=== design 1 ===
Figure 1. Met1 routing (design 1).
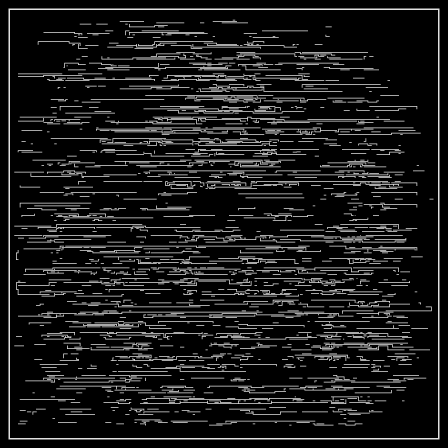
==> config.mk <==
export PLATFORM = sky130hd
export DESIGN_NAME = trg_lat_stats
export DESIGN_NICKNAME = d
export VERILOG_FILES = /design/src/rtl/trg_lat_stats.sv
export SDC_FILE = /design/constraint.sdc
export NUM_CORES = 1
export LEC_CHECK = 0
export ABC_CLOCK_PERIOD_IN_PS = 6000
export CAP_MARGIN = 20
export CORE_MARGIN = 1.5
export CORE_UTILIZATION = 56
export CTS_CLUSTER_DIAMETER = 30
export DETAILED_ROUTE_END_ITERATION = 8
export PLACE_DENSITY = 0.8
export SETUP_SLACK_MARGIN = 0.3
export SYNTH_ARGS = -nofsm -noshare
export SYNTH_HDL_FRONTEND = slang
export SYNTH_SLANG_ARGS = --single-unit
==> constraint.sdc <==
create_clock -name CLK -period 6 [get_ports CLK]
set_input_delay 1.2 -clock CLK [delete_from_list [all_inputs] [get_ports CLK]]
set_output_delay 1.2 -clock CLK [all_outputs]
set_load 0.1 [all_outputs]
==> src/rtl/trg_lat_stats.sv <==
// rtl/trg_lat_stats.sv - per-window latency statistics (count, min, max, sum)
// Closing a window copies the statistics to held outputs and restarts the accumulators.
module trg_lat_stats #(
  parameter int CNT_W = 16,
  parameter int SUM_W = 24
) (
  input  logic             CLK,
  input  logic             CLR,
  input  logic             SMPL_VLD,
  input  logic [7:0]       TIME,
  input  logic             SNAP,
  output logic             READY,
  output logic             SNAP_VLD,
  output logic [CNT_W-1:0] NSMPL,
  output logic [7:0]       MIN,
  output logic [7:0]       MAX,
  output logic [SUM_W-1:0] SUM,
  output logic             EMPTY,
  output logic             OVFL
);

  typedef enum logic {ACCUM, COPY} state_t;

  state_t           state, state_nxt;
  logic             s1_vld;
  logic [7:0]       s1_time;
  logic [CNT_W-1:0] cnt, cnt_nxt;
  logic [SUM_W-1:0] sum, sum_nxt;
  logic [SUM_W:0]   sum_add;
  logic [7:0]       min_q, min_nxt, max_q, max_nxt;
  logic             ovfl, ovfl_nxt;
  logic             empty_nxt;

  logic [CNT_W-1:0] nsmpl_q;
  logic [7:0]       min_o, max_o;
  logic [SUM_W-1:0] sum_o;
  logic             empty_o, ovfl_o;

  // Accumulators combined with the stage-1 sample; used both to accumulate and to close a window.
  always_comb begin
    cnt_nxt  = cnt;
    sum_nxt  = sum;
    min_nxt  = min_q;
    max_nxt  = max_q;
    ovfl_nxt = ovfl;
    sum_add  = {1'b0, sum} + {{(SUM_W-7){1'b0}}, s1_time};
    if (s1_vld) begin
      if (cnt != '1) cnt_nxt = cnt + CNT_W'(1);
      if (cnt_nxt == '1) ovfl_nxt = 1'b1;
      if (sum_add[SUM_W]) begin
        sum_nxt  = '1;
        ovfl_nxt = 1'b1;
      end else begin
        sum_nxt = sum_add[SUM_W-1:0];
      end
      if (s1_time < min_q) min_nxt = s1_time;
      if (s1_time > max_q) max_nxt = s1_time;
    end
    empty_nxt = (cnt_nxt == '0);
  end

  always_comb begin
    state_nxt = state;
    case (state)
      ACCUM:   if (SNAP) state_nxt = COPY;
      COPY:    state_nxt = ACCUM;
      default: state_nxt = ACCUM;
    endcase
  end

  // During COPY the ports show the closing window directly so data and SNAP_VLD coincide.
  always_comb begin
    READY    = (state == ACCUM);
    SNAP_VLD = (state == COPY);
    NSMPL    = nsmpl_q;
    MIN      = min_o;
    MAX      = max_o;
    SUM      = sum_o;
    EMPTY    = empty_o;
    OVFL     = ovfl_o;
    if (state == COPY) begin
      NSMPL = cnt_nxt;
      MIN   = empty_nxt ? 8'h00 : min_nxt;
      MAX   = empty_nxt ? 8'h00 : max_nxt;
      SUM   = sum_nxt;
      EMPTY = empty_nxt;
      OVFL  = ovfl_nxt;
    end
  end

  always_ff @(posedge CLK or posedge CLR) begin
    if (CLR) begin
      state   <= ACCUM;
      s1_vld  <= 1'b0;
      s1_time <= 8'h00;
      cnt     <= '0;
      sum     <= '0;
      min_q   <= 8'hFF;
      max_q   <= 8'h00;
      ovfl    <= 1'b0;
      nsmpl_q <= '0;
      min_o   <= 8'h00;
      max_o   <= 8'h00;
      sum_o   <= '0;
      empty_o <= 1'b0;
      ovfl_o  <= 1'b0;
    end else begin
      state   <= state_nxt;
      s1_vld  <= SMPL_VLD;
      s1_time <= TIME;
      if (state == COPY) begin
        nsmpl_q <= cnt_nxt;
        min_o   <= empty_nxt ? 8'h00 : min_nxt;
        max_o   <= empty_nxt ? 8'h00 : max_nxt;
        sum_o   <= sum_nxt;
        empty_o <= empty_nxt;
        ovfl_o  <= ovfl_nxt;
        cnt     <= '0;
        sum     <= '0;
        min_q   <= 8'hFF;
        max_q   <= 8'h00;
        ovfl    <= 1'b0;
      end else begin
        cnt   <= cnt_nxt;
        sum   <= sum_nxt;
        min_q <= min_nxt;
        max_q <= max_nxt;
        ovfl  <= ovfl_nxt;
      end
    end
  end

endmodule

==> design notes <==
The synthesized net count came out at 658. The starting density of the core came out at 57.3%. The first global-routing pass estimated 23900 um of wire. Measured along the x axis, the die boundary spans 108 um. Cell area after technology mapping: 6190 um^2. Setup repair after global routing left no endpoint under its margin.

The detailed router reported a total wirelength of 14500 um. For this design, the sink count on the clock tree is 125. Busiest layer in global routing: met2. The DRC violation total left in the routed layout is recorded as 0. The dominant cell by count in the synthesized netlist was sky130_fd_sc_hd__dfrtp_1. The static leakage was 3.43 nW. The number of logged tool warnings was 26.

The timing report shows that the slowest cell on the worst path is sky130_fd_sc_hd__clkdlybuf4s50_1. For reference, the most critical setup path is categorized as reg -> out. Combinational logic is responsible for 35.8% of the overall power.

With the clock tree cell share of total cell area at 7.75%, the number of antenna violations at the first check in global routing is 0. The tools report the number of global-route vias before repair as 4699. With the sum of negative setup slack at 0 ps, the worst IR drop on VDD is 324 uV. The filler cells instantiated in the layout total 807. The run finished with clean final reports. STA classifies the critical path startpoint as a flop.
Notes on Figure 1 above:
share of all routed wire = 46%
wire length on this layer = 6740 um
longest straight run = 35.4 um
main direction = horizontal
nets with wire on the layer = 646

through the flow:
| stage | hold slack [ps] | total power [mW] | util [%] | area, um^2 | setup WS (ps) |
|---|---|---|---|---|---|
| finish | 485 | 3.18 | 69.3 | 7480 | 581 |
| global route | 512 | 3.31 | 69.3 | 7480 | 340 |
| CTS | 488 | 3.19 | 69.1 | 7460 | 470 |
| detailed placement | 472 | 2.18 | 63.8 | 6880 | 1070 |
| global placement | 463 | 2.16 | 63.8 | 6880 | 1160 |
| floorplan | 486 | 1.95 | - | 6190 | 451 |

=== design 2 ===
Figure 2. Met1 routing (design 2).
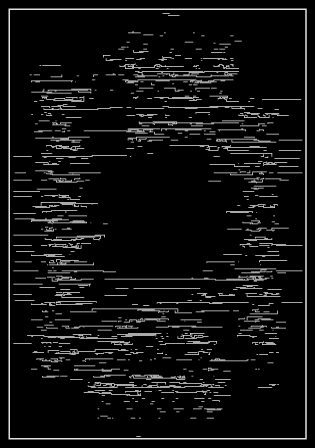
Figure 3. M2 wires (design 2).
Scale bar: 20 um. Cells faint in the background.
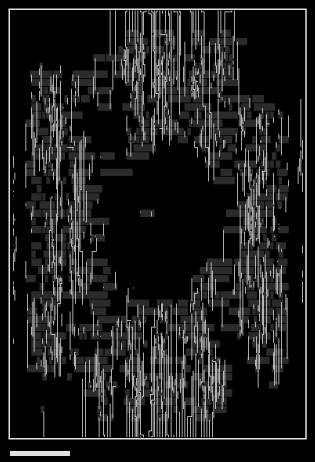
## config.mk

```make
export PLATFORM = sky130hd
export DESIGN_NAME = pipe_stage_reg
export DESIGN_NICKNAME = d
export VERILOG_FILES = /design/src/rtl/pipe_pkg.sv /design/src/rtl/pipe_stage_reg.sv
export SDC_FILE = /design/constraint.sdc
export NUM_CORES = 1
export LEC_CHECK = 0
export ABC_AREA = 1
export CAP_MARGIN = 0
export CELL_PAD_IN_SITES_DETAIL_PLACEMENT = 0
export CELL_PAD_IN_SITES_GLOBAL_PLACEMENT = 1
export CORE_ASPECT_RATIO = 1.5
export CORE_MARGIN = 5
export CORE_UTILIZATION = 25
export CTS_BUF_LIST = sky130_fd_sc_hd__clkbuf_2 sky130_fd_sc_hd__clkbuf_4 sky130_fd_sc_hd__clkbuf_8
export DETAILED_ROUTE_END_ITERATION = 6
export GPL_TIMING_DRIVEN = 1
export PLACE_DENSITY = 0.8
export SYNTH_ARGS = -nofsm -noshare
export SYNTH_HDL_FRONTEND = slang
export SYNTH_SLANG_ARGS = --single-unit
export TNS_END_PERCENT = 20
```

## constraint.sdc

```tcl
create_clock -name clk -period 1 [get_ports clk]
set_clock_uncertainty 0.05 [all_clocks]
set_input_delay 0.1 -clock clk [delete_from_list [all_inputs] [get_ports clk]]
set_output_delay 0.1 -clock clk [all_outputs]
set_load 0.01 [all_outputs]
```

## src/rtl/pipe_pkg.sv

```systemverilog
// pipe_pkg -- shared definitions for pipeline stage registers.
//   RV_NOP          : canonical RISC-V NOP (addi x0,x0,0), used as the bubble fill
//   PIPE_XLEN/ILEN  : default PC / instruction widths
//   stage_state_e   : stage occupancy state; the encoding equals the number of
//                     beats held, so it doubles as the occupancy count
package pipe_pkg;

  localparam logic [31:0] RV_NOP    = 32'h0000_0013;
  localparam int          PIPE_XLEN = 32;
  localparam int          PIPE_ILEN = 32;

  typedef enum logic [1:0] {
    ST_EMPTY = 2'd0,
    ST_FULL1 = 2'd1,
    ST_FULL2 = 2'd2
  } stage_state_e;

endpackage

```

## src/rtl/pipe_stage_reg.sv

```systemverilog
// pipe_stage_reg -- parametrised valid/ready pipeline stage register carrying
// PC, instruction and a sideband field between two pipeline stages.
//
// Build option: define PIPE_STAGE_SKID_EN to add a second (skid) slot. in_ready
// then decodes only the state flops, which removes the combinational
// out_ready -> in_ready path. Without the macro the stage holds a single beat.
//
// Ports:
//   clk, rst          clock; synchronous active-high reset
//   flush             synchronous kill: drops held and same-cycle incoming beats
//   in_valid/in_ready upstream handshake; in_pc/in_instr/in_sb upstream payload
//   out_valid/out_ready downstream handshake; out_pc/out_instr/out_sb payload
//   occupancy         number of beats held (0..2)
//
// state    | meaning
// ST_EMPTY | no beat held, outputs show last drained (or reset) payload
// ST_FULL1 | one beat in the main slot, presented on out_*
// ST_FULL2 | main and skid slots both hold beats (skid build only)
module pipe_stage_reg
  import pipe_pkg::*;
#(
  parameter int          XLEN      = PIPE_XLEN,
  parameter int          ILEN      = PIPE_ILEN,
  parameter int          SB_W      = 1,
  parameter logic [31:0] NOP_INSTR = RV_NOP
) (
  input  logic            clk,
  input  logic            rst,
  input  logic            flush,
  input  logic            in_valid,
  output logic            in_ready,
  input  logic [XLEN-1:0] in_pc,
  input  logic [ILEN-1:0] in_instr,
  input  logic [SB_W-1:0] in_sb,
  output logic            out_valid,
  input  logic            out_ready,
  output logic [XLEN-1:0] out_pc,
  output logic [ILEN-1:0] out_instr,
  output logic [SB_W-1:0] out_sb,
  output logic [1:0]      occupancy
);

  // Cast truncates or zero-extends the 32-bit NOP to the instruction width.
  localparam logic [ILEN-1:0] NOP_FILL = ILEN'(NOP_INSTR);

  stage_state_e    r_state;
  logic [XLEN-1:0] r_main_pc;
  logic [ILEN-1:0] r_main_instr;
  logic [SB_W-1:0] r_main_sb;
`ifdef PIPE_STAGE_SKID_EN
  logic [XLEN-1:0] r_skid_pc;
  logic [ILEN-1:0] r_skid_instr;
  logic [SB_W-1:0] r_skid_sb;
`endif

  logic w_out_valid;
  logic w_in_ready;
  logic w_in_fire;
  logic w_out_fire;

  assign w_out_valid = (r_state != ST_EMPTY);
`ifdef PIPE_STAGE_SKID_EN
  assign w_in_ready  = (r_state != ST_FULL2);
`else
  assign w_in_ready  = !w_out_valid || out_ready;
`endif
  assign w_in_fire   = in_valid && w_in_ready;
  assign w_out_fire  = w_out_valid && out_ready;

  always_ff @(posedge clk) begin
    if (rst || flush) begin
      r_state      <= ST_EMPTY;
      r_main_pc    <= '0;
      r_main_instr <= NOP_FILL;
      r_main_sb    <= '0;
`ifdef PIPE_STAGE_SKID_EN
      r_skid_pc    <= '0;
      r_skid_instr <= NOP_FILL;
      r_skid_sb    <= '0;
`endif
    end else begin
      case (r_state)
        ST_EMPTY: begin
          if (w_in_fire) begin
            r_state      <= ST_FULL1;
            r_main_pc    <= in_pc;
            r_main_instr <= in_instr;
            r_main_sb    <= in_sb;
          end
        end
        ST_FULL1: begin
`ifdef PIPE_STAGE_SKID_EN
          if (w_in_fire && w_out_fire) begin
            r_main_pc    <= in_pc;
            r_main_instr <= in_instr;
            r_main_sb    <= in_sb;
          end else if (w_in_fire) begin
            r_state      <= ST_FULL2;
            r_skid_pc    <= in_pc;
            r_skid_instr <= in_instr;
            r_skid_sb    <= in_sb;
          end else if (w_out_fire) begin
            r_state      <= ST_EMPTY;
          end
`else
          // in_fire here implies out_ready, so this is a pass-through transfer.
          if (w_in_fire) begin
            r_main_pc    <= in_pc;
            r_main_instr <= in_instr;
            r_main_sb    <= in_sb;
          end else if (w_out_fire) begin
            r_state      <= ST_EMPTY;
          end
`endif
        end
`ifdef PIPE_STAGE_SKID_EN
        ST_FULL2: begin
          if (w_out_fire) begin
            r_state      <= ST_FULL1;
            r_main_pc    <= r_skid_pc;
            r_main_instr <= r_skid_instr;
            r_main_sb    <= r_skid_sb;
            r_skid_pc    <= '0;
            r_skid_instr <= NOP_FILL;
            r_skid_sb    <= '0;
          end
        end
`endif
        default: r_state <= ST_EMPTY;
      endcase
    end
  end

  assign in_ready  = w_in_ready;
  assign out_valid = w_out_valid;
  assign out_pc    = r_main_pc;
  assign out_instr = r_main_instr;
  assign out_sb    = r_main_sb;
  assign occupancy = 2'(r_state);

endmodule

```

==> design notes <==
The run finished, with violations left. The final reports fail on negative setup slack. The global-route usage over all layers is 12.7%.

The tools report the worst IR drop on VDD as 610 uV. Measured in cells, the most critical reg-to-reg path has a length of 5. The cell-internal power came out at 5.29 mW. The most critical setup path has its endpoint at out_instr[9]. Looking at the area split, the leading class of cells is buffers. The script reports the combined buffer and inverter count of the critical path as 2. Counting along the longest clock path gives a buffer depth of 2. The iteration count recorded for the first detailed-route pass is 6. After Yosys synthesis, XOR and XNOR cells account for 0% of the synthesized area. In this run the worst setup path begins at occupancy[0]. The final setup slack of the worst path was -116 ps. The count of nets after finishing was 631; the setup-violating endpoint count in the final report was 53. The placement summary gives the final routability congestion estimate as 0.705. Per the CTS log, the root buffer master is sky130_fd_sc_hd__clkbuf_8.

Setup repair after global routing could not meet its margin everywhere. Leading cell type in the layout, fill and taps excluded: sky130_fd_sc_hd__clkdlybuf4s50_1. Type of the worst min-delay path: in -> reg. The clock buffer instance count of the final layout was 12; the met3 wire length was 572 um.

The run gives -4670 ps for the sum of negative setup slack. Looking at the critical path, the highest net fanout was 16. The portion of the post-synthesis area used by sequential elements is 45.2%.
## Picture notes: Figure 2
main direction = horizontal
wire length on this layer = 3470 um

## Picture notes: Figure 3
share of all routed wire = 53%
nets with wire on the layer = 501
longest straight run = 48.6 um
main direction = vertical
wire length on this layer = 4830 um

[repair_timing]
item	4_1_cts	5_1_grt
gates cloned	2	3
buffers inserted	1	0
hold endpoints to repair	0	0
endpoints found under the setup margin	133	103
gates resized	345	91
pin swaps	0	7
[power groups by stage]
stage	sequential, mW	combinational, mW	clock (mW)
floorplan	2.92	0.492	0
finish	2.85	1.25	2.86
global placement	2.87	1.16	0
global route	2.86	1.37	3.08
CTS	2.83	1.14	2.96
detailed placement	2.87	1.18	0
[state kept, by name, indices dropped and copies added (netlist names)]
name / flops
occupancy: 1
out_instr: 32
out_pc: 32
out_sb: 1

=== design 3 ===
Figure 4. Met1 routing (design 3).
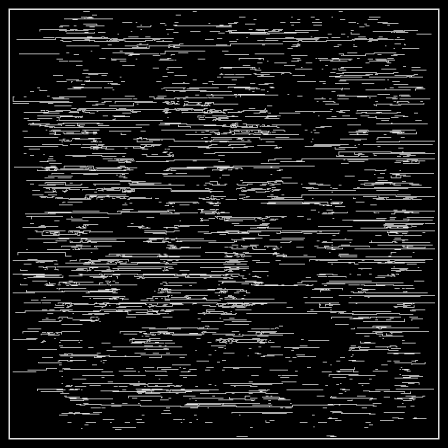
Figure 5. M2 wires (design 3).
Scale bar: 50 um. Cells faint in the background.
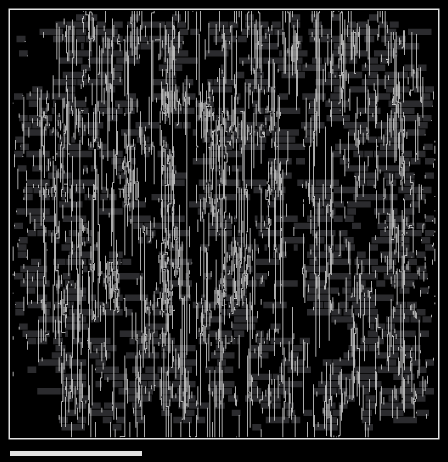
Figure 6. M3 wires (design 3).
Scale bar: 50 um.
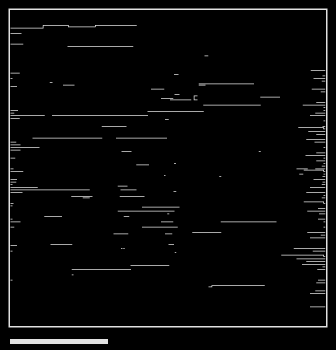
File: src/rtl/ifetch_unit_pkg.sv
// Shared definitions for the instruction fetch stage: FSM encoding, fetch
// geometry, buffer entry layout and small address helpers.
package ifetch_unit_pkg;

  typedef enum logic [2:0] {
    ST_RESET = 3'd0,
    ST_FETCH = 3'd1,
    ST_FULL  = 3'd2,
    ST_DRAIN = 3'd3,
    ST_HALT  = 3'd4
  } if_state_e;

  localparam logic [31:0] INST_BYTES       = 32'd4;
  localparam logic [31:0] DEFAULT_RESET_PC = 32'h0000_0000;

  typedef struct packed {
    logic [31:0] pc;
    logic [31:0] inst;
  } fetch_entry_t;

  function automatic logic [31:0] next_pc(input logic [31:0] pc);
    return pc + INST_BYTES;
  endfunction

  function automatic logic is_misaligned(input logic [1:0] addr_lo);
    return addr_lo != 2'b00;
  endfunction

endpackage

File: src/rtl/ifetch_unit_if.sv
// Fetch-stage bundle: redirect input, I-cache CPU-side request port and the
// decode-side instruction port. master = fetch unit, slave = its environment.
interface ifetch_unit_if;

  logic        redirect_valid;
  logic [31:0] redirect_pc;
  logic [31:0] cpu_req_addr;
  logic        cpu_req_valid;
  logic [31:0] cpu_req_data;
  logic        cpu_req_ready;
  logic        inst_valid;
  logic        inst_ready;
  logic [31:0] inst_data;
  logic [31:0] inst_pc;
  logic        misalign_err;

  modport master (
    input  redirect_valid, redirect_pc, cpu_req_data, cpu_req_ready, inst_ready,
    output cpu_req_addr, cpu_req_valid, inst_valid, inst_data, inst_pc, misalign_err
  );

  modport slave (
    output redirect_valid, redirect_pc, cpu_req_data, cpu_req_ready, inst_ready,
    input  cpu_req_addr, cpu_req_valid, inst_valid, inst_data, inst_pc, misalign_err
  );

endinterface

File: src/rtl/ifetch_unit_fetch_buf.sv
// Circular FIFO of {pc, inst} entries; flush wins over push/pop, and the head
// entry is read straight from the storage registers.
module fetch_buf
  import ifetch_unit_pkg::*;
#(
  parameter int DEPTH = 2
) (
  input  logic                     clk,
  input  logic                     rst,
  input  logic                     push_i,
  input  fetch_entry_t             push_entry_i,
  input  logic                     pop_i,
  input  logic                     flush_i,
  output fetch_entry_t             head_o,
  output logic [$clog2(DEPTH):0]   count_o,
  output logic                     full_o,
  output logic                     empty_o
);

  localparam int PTR_W = $clog2(DEPTH);
  localparam int CNT_W = PTR_W + 1;

  fetch_entry_t     mem_q [DEPTH];
  logic [PTR_W-1:0] head_q, tail_q;
  logic [CNT_W-1:0] count_q;
  logic             do_push_s, do_pop_s;

  assign full_o    = (count_q == CNT_W'(DEPTH));
  assign empty_o   = (count_q == '0);
  assign do_pop_s  = pop_i & ~empty_o;
  assign do_push_s = push_i & (~full_o | do_pop_s);
  assign head_o    = mem_q[head_q];
  assign count_o   = count_q;

  // Pointer and occupancy bookkeeping.
  always_ff @(posedge clk or negedge rst) begin
    if (!rst) begin
      head_q  <= '0;
      tail_q  <= '0;
      count_q <= '0;
    end else if (flush_i) begin
      head_q  <= '0;
      tail_q  <= '0;
      count_q <= '0;
    end else begin
      if (do_push_s) begin
        tail_q <= tail_q + PTR_W'(1);
      end
      if (do_pop_s) begin
        head_q <= head_q + PTR_W'(1);
      end
      case ({do_push_s, do_pop_s})
        2'b10:   count_q <= count_q + CNT_W'(1);
        2'b01:   count_q <= count_q - CNT_W'(1);
        default: count_q <= count_q;
      endcase
    end
  end

  // Entry storage; cleared on reset so the head reads zero until the first push.
  always_ff @(posedge clk or negedge rst) begin
    if (!rst) begin
      for (int i = 0; i < DEPTH; i++) begin
        mem_q[i] <= '0;
      end
    end else if (do_push_s && !flush_i) begin
      mem_q[tail_q] <= push_entry_i;
    end
  end

endmodule

File: src/rtl/ifetch_unit.sv
// Instruction fetch stage: one outstanding I-cache request at a time, redirect
// and flush handling (including draining a miss that cannot be aborted).
module ifetch_unit
  import ifetch_unit_pkg::*;
#(
  parameter logic [31:0] RESET_PC  = DEFAULT_RESET_PC,
  parameter int          BUF_DEPTH = 2
) (
  input  logic          clk,
  input  logic          rst,
  ifetch_unit_if.master bus
);

  localparam int CNT_W = $clog2(BUF_DEPTH) + 1;

  if_state_e        state_q, state_d;
  logic [31:0]      req_addr_q, req_addr_d;
  logic [31:0]      pend_pc_q, pend_pc_d;
  logic             halt_pend_q, halt_pend_d;
  logic             err_q, err_d;

  logic             req_valid_s, inst_valid_s;
  logic             accept_s, pop_s, push_s, flush_s;
  logic             bad_align_s, drain_halt_s;
  logic [31:0]      drain_tgt_s;
  logic [CNT_W-1:0] count_s;
  logic             full_s, empty_s;
  fetch_entry_t     push_entry_s, head_s;

  assign bad_align_s  = is_misaligned(bus.redirect_pc[1:0]);
  assign accept_s     = req_valid_s & bus.cpu_req_ready;
  assign pop_s        = inst_valid_s & bus.inst_ready;
  assign flush_s      = bus.redirect_valid;
  assign push_s       = accept_s & (state_q == ST_FETCH) & ~bus.redirect_valid;
  assign push_entry_s = '{pc: req_addr_q, inst: bus.cpu_req_data};
  // While draining, the latest redirect seen so far is the one that takes effect.
  assign drain_tgt_s  = bus.redirect_valid ? bus.redirect_pc : pend_pc_q;
  assign drain_halt_s = halt_pend_q | (bus.redirect_valid & bad_align_s);

  fetch_buf #(
    .DEPTH (BUF_DEPTH)
  ) u_fetch_buf (
    .clk          (clk),
    .rst          (rst),
    .push_i       (push_s),
    .push_entry_i (push_entry_s),
    .pop_i        (pop_s),
    .flush_i      (flush_s),
    .head_o       (head_s),
    .count_o      (count_s),
    .full_o       (full_s),
    .empty_o      (empty_s)
  );

  // FSM state register.
  always_ff @(posedge clk or negedge rst) begin
    if (!rst) begin
      state_q <= ST_RESET;
    end else begin
      state_q <= state_d;
    end
  end

  // Fetch address, pending redirect target and sticky error registers.
  always_ff @(posedge clk or negedge rst) begin
    if (!rst) begin
      req_addr_q  <= RESET_PC;
      pend_pc_q   <= 32'h0000_0000;
      halt_pend_q <= 1'b0;
      err_q       <= 1'b0;
    end else begin
      req_addr_q  <= req_addr_d;
      pend_pc_q   <= pend_pc_d;
      halt_pend_q <= halt_pend_d;
      err_q       <= err_d;
    end
  end

  // Next-state logic: HALT is terminal, DRAIN waits out the old request,
  // otherwise a redirect beats normal fetch progress.
  always_comb begin
    state_d     = state_q;
    req_addr_d  = req_addr_q;
    pend_pc_d   = pend_pc_q;
    halt_pend_d = halt_pend_q;
    err_d       = err_q;
    if (state_q == ST_HALT) begin
      state_d = ST_HALT;
    end else if (state_q == ST_DRAIN) begin
      err_d = err_q | (bus.redirect_valid & bad_align_s);
      if (bus.cpu_req_ready) begin
        req_addr_d = drain_tgt_s;
        state_d    = drain_halt_s ? ST_HALT : ST_FETCH;
      end else begin
        pend_pc_d   = drain_tgt_s;
        halt_pend_d = drain_halt_s;
      end
    end else if (bus.redirect_valid) begin
      err_d = err_q | bad_align_s;
      if (req_valid_s && !bus.cpu_req_ready) begin
        state_d     = ST_DRAIN;
        pend_pc_d   = bus.redirect_pc;
        halt_pend_d = bad_align_s;
      end else begin
        state_d    = bad_align_s ? ST_HALT : ST_FETCH;
        req_addr_d = bus.redirect_pc;
      end
    end else begin
      case (state_q)
        ST_RESET: begin
          state_d = ST_FETCH;
        end
        ST_FETCH: begin
          if (accept_s) begin
            req_addr_d = next_pc(req_addr_q);
            if (!pop_s && (count_s == CNT_W'(BUF_DEPTH - 1))) begin
              state_d = ST_FULL;
            end else begin
              state_d = ST_FETCH;
            end
          end else begin
            state_d = ST_FETCH;
          end
        end
        ST_FULL: begin
          if (pop_s) begin
            state_d = ST_FETCH;
          end else begin
            state_d = ST_FULL;
          end
        end
        default: begin
          state_d = ST_RESET;
        end
      endcase
    end
  end

  // Output decode from registered state only.
  always_comb begin
    req_valid_s  = 1'b0;
    inst_valid_s = 1'b0;
    case (state_q)
      ST_FETCH: begin
        req_valid_s  = ~full_s;
        inst_valid_s = ~empty_s;
      end
      ST_FULL: begin
        req_valid_s  = 1'b0;
        inst_valid_s = ~empty_s;
      end
      ST_DRAIN: begin
        req_valid_s  = 1'b1;
        inst_valid_s = 1'b0;
      end
      default: begin
        req_valid_s  = 1'b0;
        inst_valid_s = 1'b0;
      end
    endcase
  end

  assign bus.cpu_req_valid = req_valid_s;
  assign bus.cpu_req_addr  = req_addr_q;
  assign bus.inst_valid    = inst_valid_s;
  assign bus.inst_data     = head_s.inst;
  assign bus.inst_pc       = head_s.pc;
  assign bus.misalign_err  = err_q;

endmodule

File: src/flat_wrapper.sv
// flat-port wrapper written by rule: the top's interface ports become plain ports
module ifetch_unit_flat import ifetch_unit_pkg::*;
#(
  parameter logic [31:0] RESET_PC  = DEFAULT_RESET_PC,
  parameter int          BUF_DEPTH = 2
)
  (clk, rst, bus_redirect_valid, bus_redirect_pc, bus_cpu_req_data, bus_cpu_req_ready, bus_inst_ready, bus_cpu_req_addr, bus_cpu_req_valid, bus_inst_valid, bus_inst_data, bus_inst_pc, bus_misalign_err);
  ifetch_unit_if bus_i ();
  input  logic clk;
  input  logic rst;
  input wire logic [$bits(bus_i.redirect_valid)-1:0] bus_redirect_valid;
  input wire logic [$bits(bus_i.redirect_pc)-1:0] bus_redirect_pc;
  input wire logic [$bits(bus_i.cpu_req_data)-1:0] bus_cpu_req_data;
  input wire logic [$bits(bus_i.cpu_req_ready)-1:0] bus_cpu_req_ready;
  input wire logic [$bits(bus_i.inst_ready)-1:0] bus_inst_ready;
  output wire logic [$bits(bus_i.cpu_req_addr)-1:0] bus_cpu_req_addr;
  output wire logic [$bits(bus_i.cpu_req_valid)-1:0] bus_cpu_req_valid;
  output wire logic [$bits(bus_i.inst_valid)-1:0] bus_inst_valid;
  output wire logic [$bits(bus_i.inst_data)-1:0] bus_inst_data;
  output wire logic [$bits(bus_i.inst_pc)-1:0] bus_inst_pc;
  output wire logic [$bits(bus_i.misalign_err)-1:0] bus_misalign_err;
  assign bus_i.redirect_valid = bus_redirect_valid;
  assign bus_i.redirect_pc = bus_redirect_pc;
  assign bus_i.cpu_req_data = bus_cpu_req_data;
  assign bus_i.cpu_req_ready = bus_cpu_req_ready;
  assign bus_i.inst_ready = bus_inst_ready;
  assign bus_cpu_req_addr = bus_i.cpu_req_addr;
  assign bus_cpu_req_valid = bus_i.cpu_req_valid;
  assign bus_inst_valid = bus_i.inst_valid;
  assign bus_inst_data = bus_i.inst_data;
  assign bus_inst_pc = bus_i.inst_pc;
  assign bus_misalign_err = bus_i.misalign_err;
  ifetch_unit #(.RESET_PC(RESET_PC), .BUF_DEPTH(BUF_DEPTH)) u_core (.clk(clk), .rst(rst), .bus(bus_i));
endmodule
File: config.mk
export PLATFORM = sky130hd
export DESIGN_NAME = ifetch_unit_flat
export DESIGN_NICKNAME = d
export VERILOG_FILES = /design/src/rtl/ifetch_unit_pkg.sv /design/src/rtl/ifetch_unit_if.sv /design/src/rtl/ifetch_unit_fetch_buf.sv /design/src/rtl/ifetch_unit.sv /design/src/flat_wrapper.sv
export SDC_FILE = /design/constraint.sdc
export NUM_CORES = 1
export LEC_CHECK = 0
export CAP_MARGIN = 20
export CELL_PAD_IN_SITES_DETAIL_PLACEMENT = 0
export CELL_PAD_IN_SITES_GLOBAL_PLACEMENT = 2
export CORE_UTILIZATION = 38
export CTS_BUF_LIST = sky130_fd_sc_hd__clkbuf_16
export DETAILED_ROUTE_END_ITERATION = 7
export PLACE_DENSITY_LB_ADDON = 0.1
export SKIP_LAST_GASP = 1
export SYNTH_ARGS = -nofsm -noshare
export SYNTH_HDL_FRONTEND = slang
export SYNTH_SLANG_ARGS = --single-unit
File: constraint.sdc
create_clock -name clk -period 4.61 [get_ports clk]
set_input_delay 0.6915 -clock clk [delete_from_list [all_inputs] [get_ports clk]]
set_output_delay 0.6915 -clock clk [all_outputs]
set_load 0.02 [all_outputs]
==> design notes <==
The chip occupies 26200 um^2. The script extracted a net switching power of 2.69 mW. The core area is 25100 um^2, and the placement-stage cell area is 11600 um^2.

The synthesis-stage register bit count came out at 201. For reference, the most critical setup path is categorized as reg -> out. For the wire length of the first global-routing pass, the log shows 39900 um. In the layout the commonest cells are sky130_fd_sc_hd__dfrtp_1 (200), sky130_fd_sc_hd__mux2_2 (188), sky130_fd_sc_hd__clkdlybuf4s50_1 (165), sky130_fd_sc_hd__o21ai_0 (59), sky130_fd_sc_hd__nand2_1 (53). Listed in order, past its start point the critical path passes mux2_2 -> clkdlybuf4s50_1. Per the post-synthesis report, the number of cells in the design is 812. The number of enable-type register cells in the synthesized netlist was 0.

After synthesis, the mean cell area works out to 12.0 um^2. The tools report the met1 capacity usage during global routing as 25.2%. The final timing report lists a hold violation count of 0. The number of gates resized after CTS is 0, and the global-route usage over all layers is 19.2%.

STA classifies the critical path startpoint as a flop. The run finished with clean final reports. With the depth of the most critical reg-to-reg path at 7, the portion of total power attributed to combinational logic is 37.5%. The clock network is responsible for 22.3% of the overall power. The terminus of the critical flop-to-flop path is u_core.bus.cpu_req_addr[2].
About Figure 4:
longest straight run = 50.4 um
share of all routed wire = 44%
nets with wire on the layer = 928
main direction = horizontal
wire length on this layer = 11000 um

About Figure 5:
main direction = vertical
longest straight run = 106 um
share of all routed wire = 49%

About Figure 6:
nets with wire on the layer = 116
wire length on this layer = 1150 um

## logic make-up (layout without fill, tap and decap cells)
family,after synthesis,count (layout),share of synthesized area (%)
compound gates,133,133,8.34
fa+ha+maj,4,4,0.515
xor+xnor,5,5,0.450
flops,201,201,51.7
buf+inv,59,225,2.93
simple gates,182,182,9.65
mux,228,228,26.4
## final cells by class
type	count	area, um^2
inverters	7	26.3
well taps	330	413
clock inverters	17	86.3
fillers	2282	12700
flip-flops and latches	201	5030
repair buffers	176	1770
multi-input cells	552	4410
clock buffers	25	626


## Gallery

M4 wires.
Cells faint in the background.
image #1
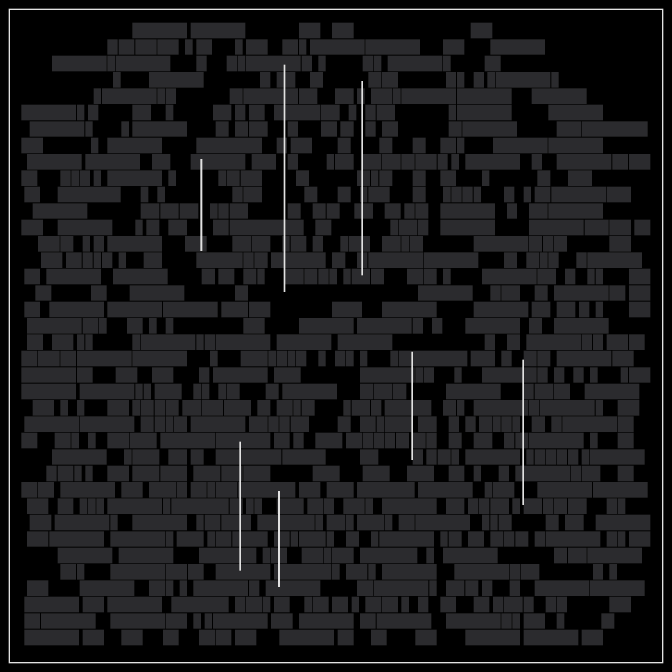
image #2
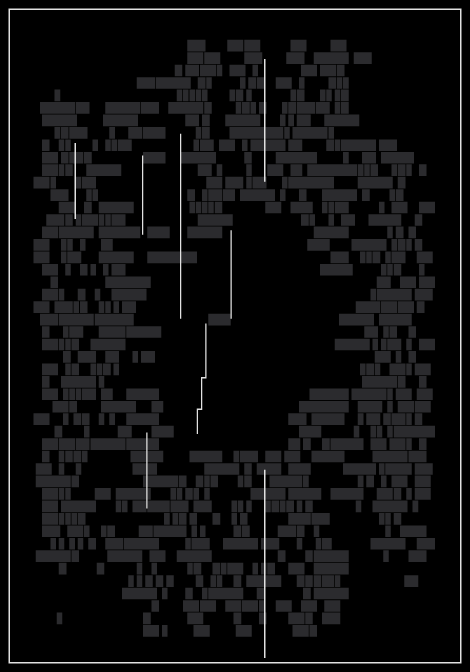
image #3
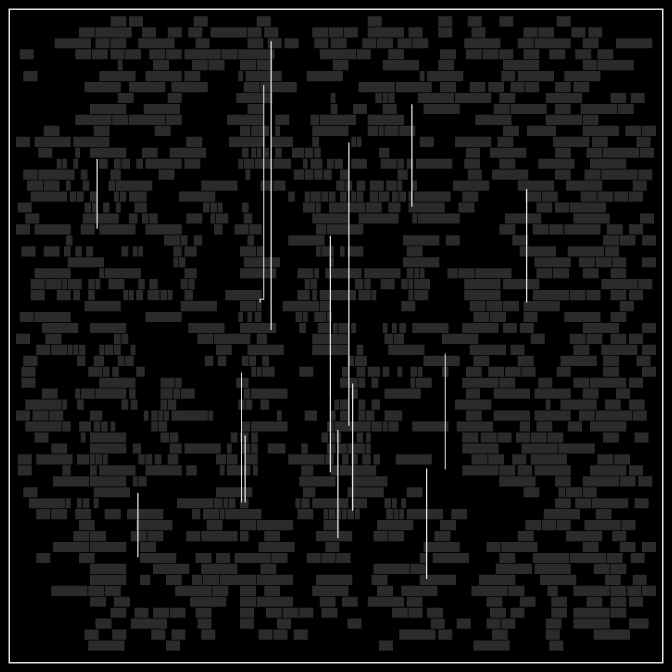
design 1 -> image #1
design 3 -> image #3
design 2 -> image #2

Key to image #3:
main direction = vertical
longest straight run = 71.4 um
nets with wire on the layer = 8
share of all routed wire = 2.0%

No activity file was given, so power comes from the tool's default toggle rates.
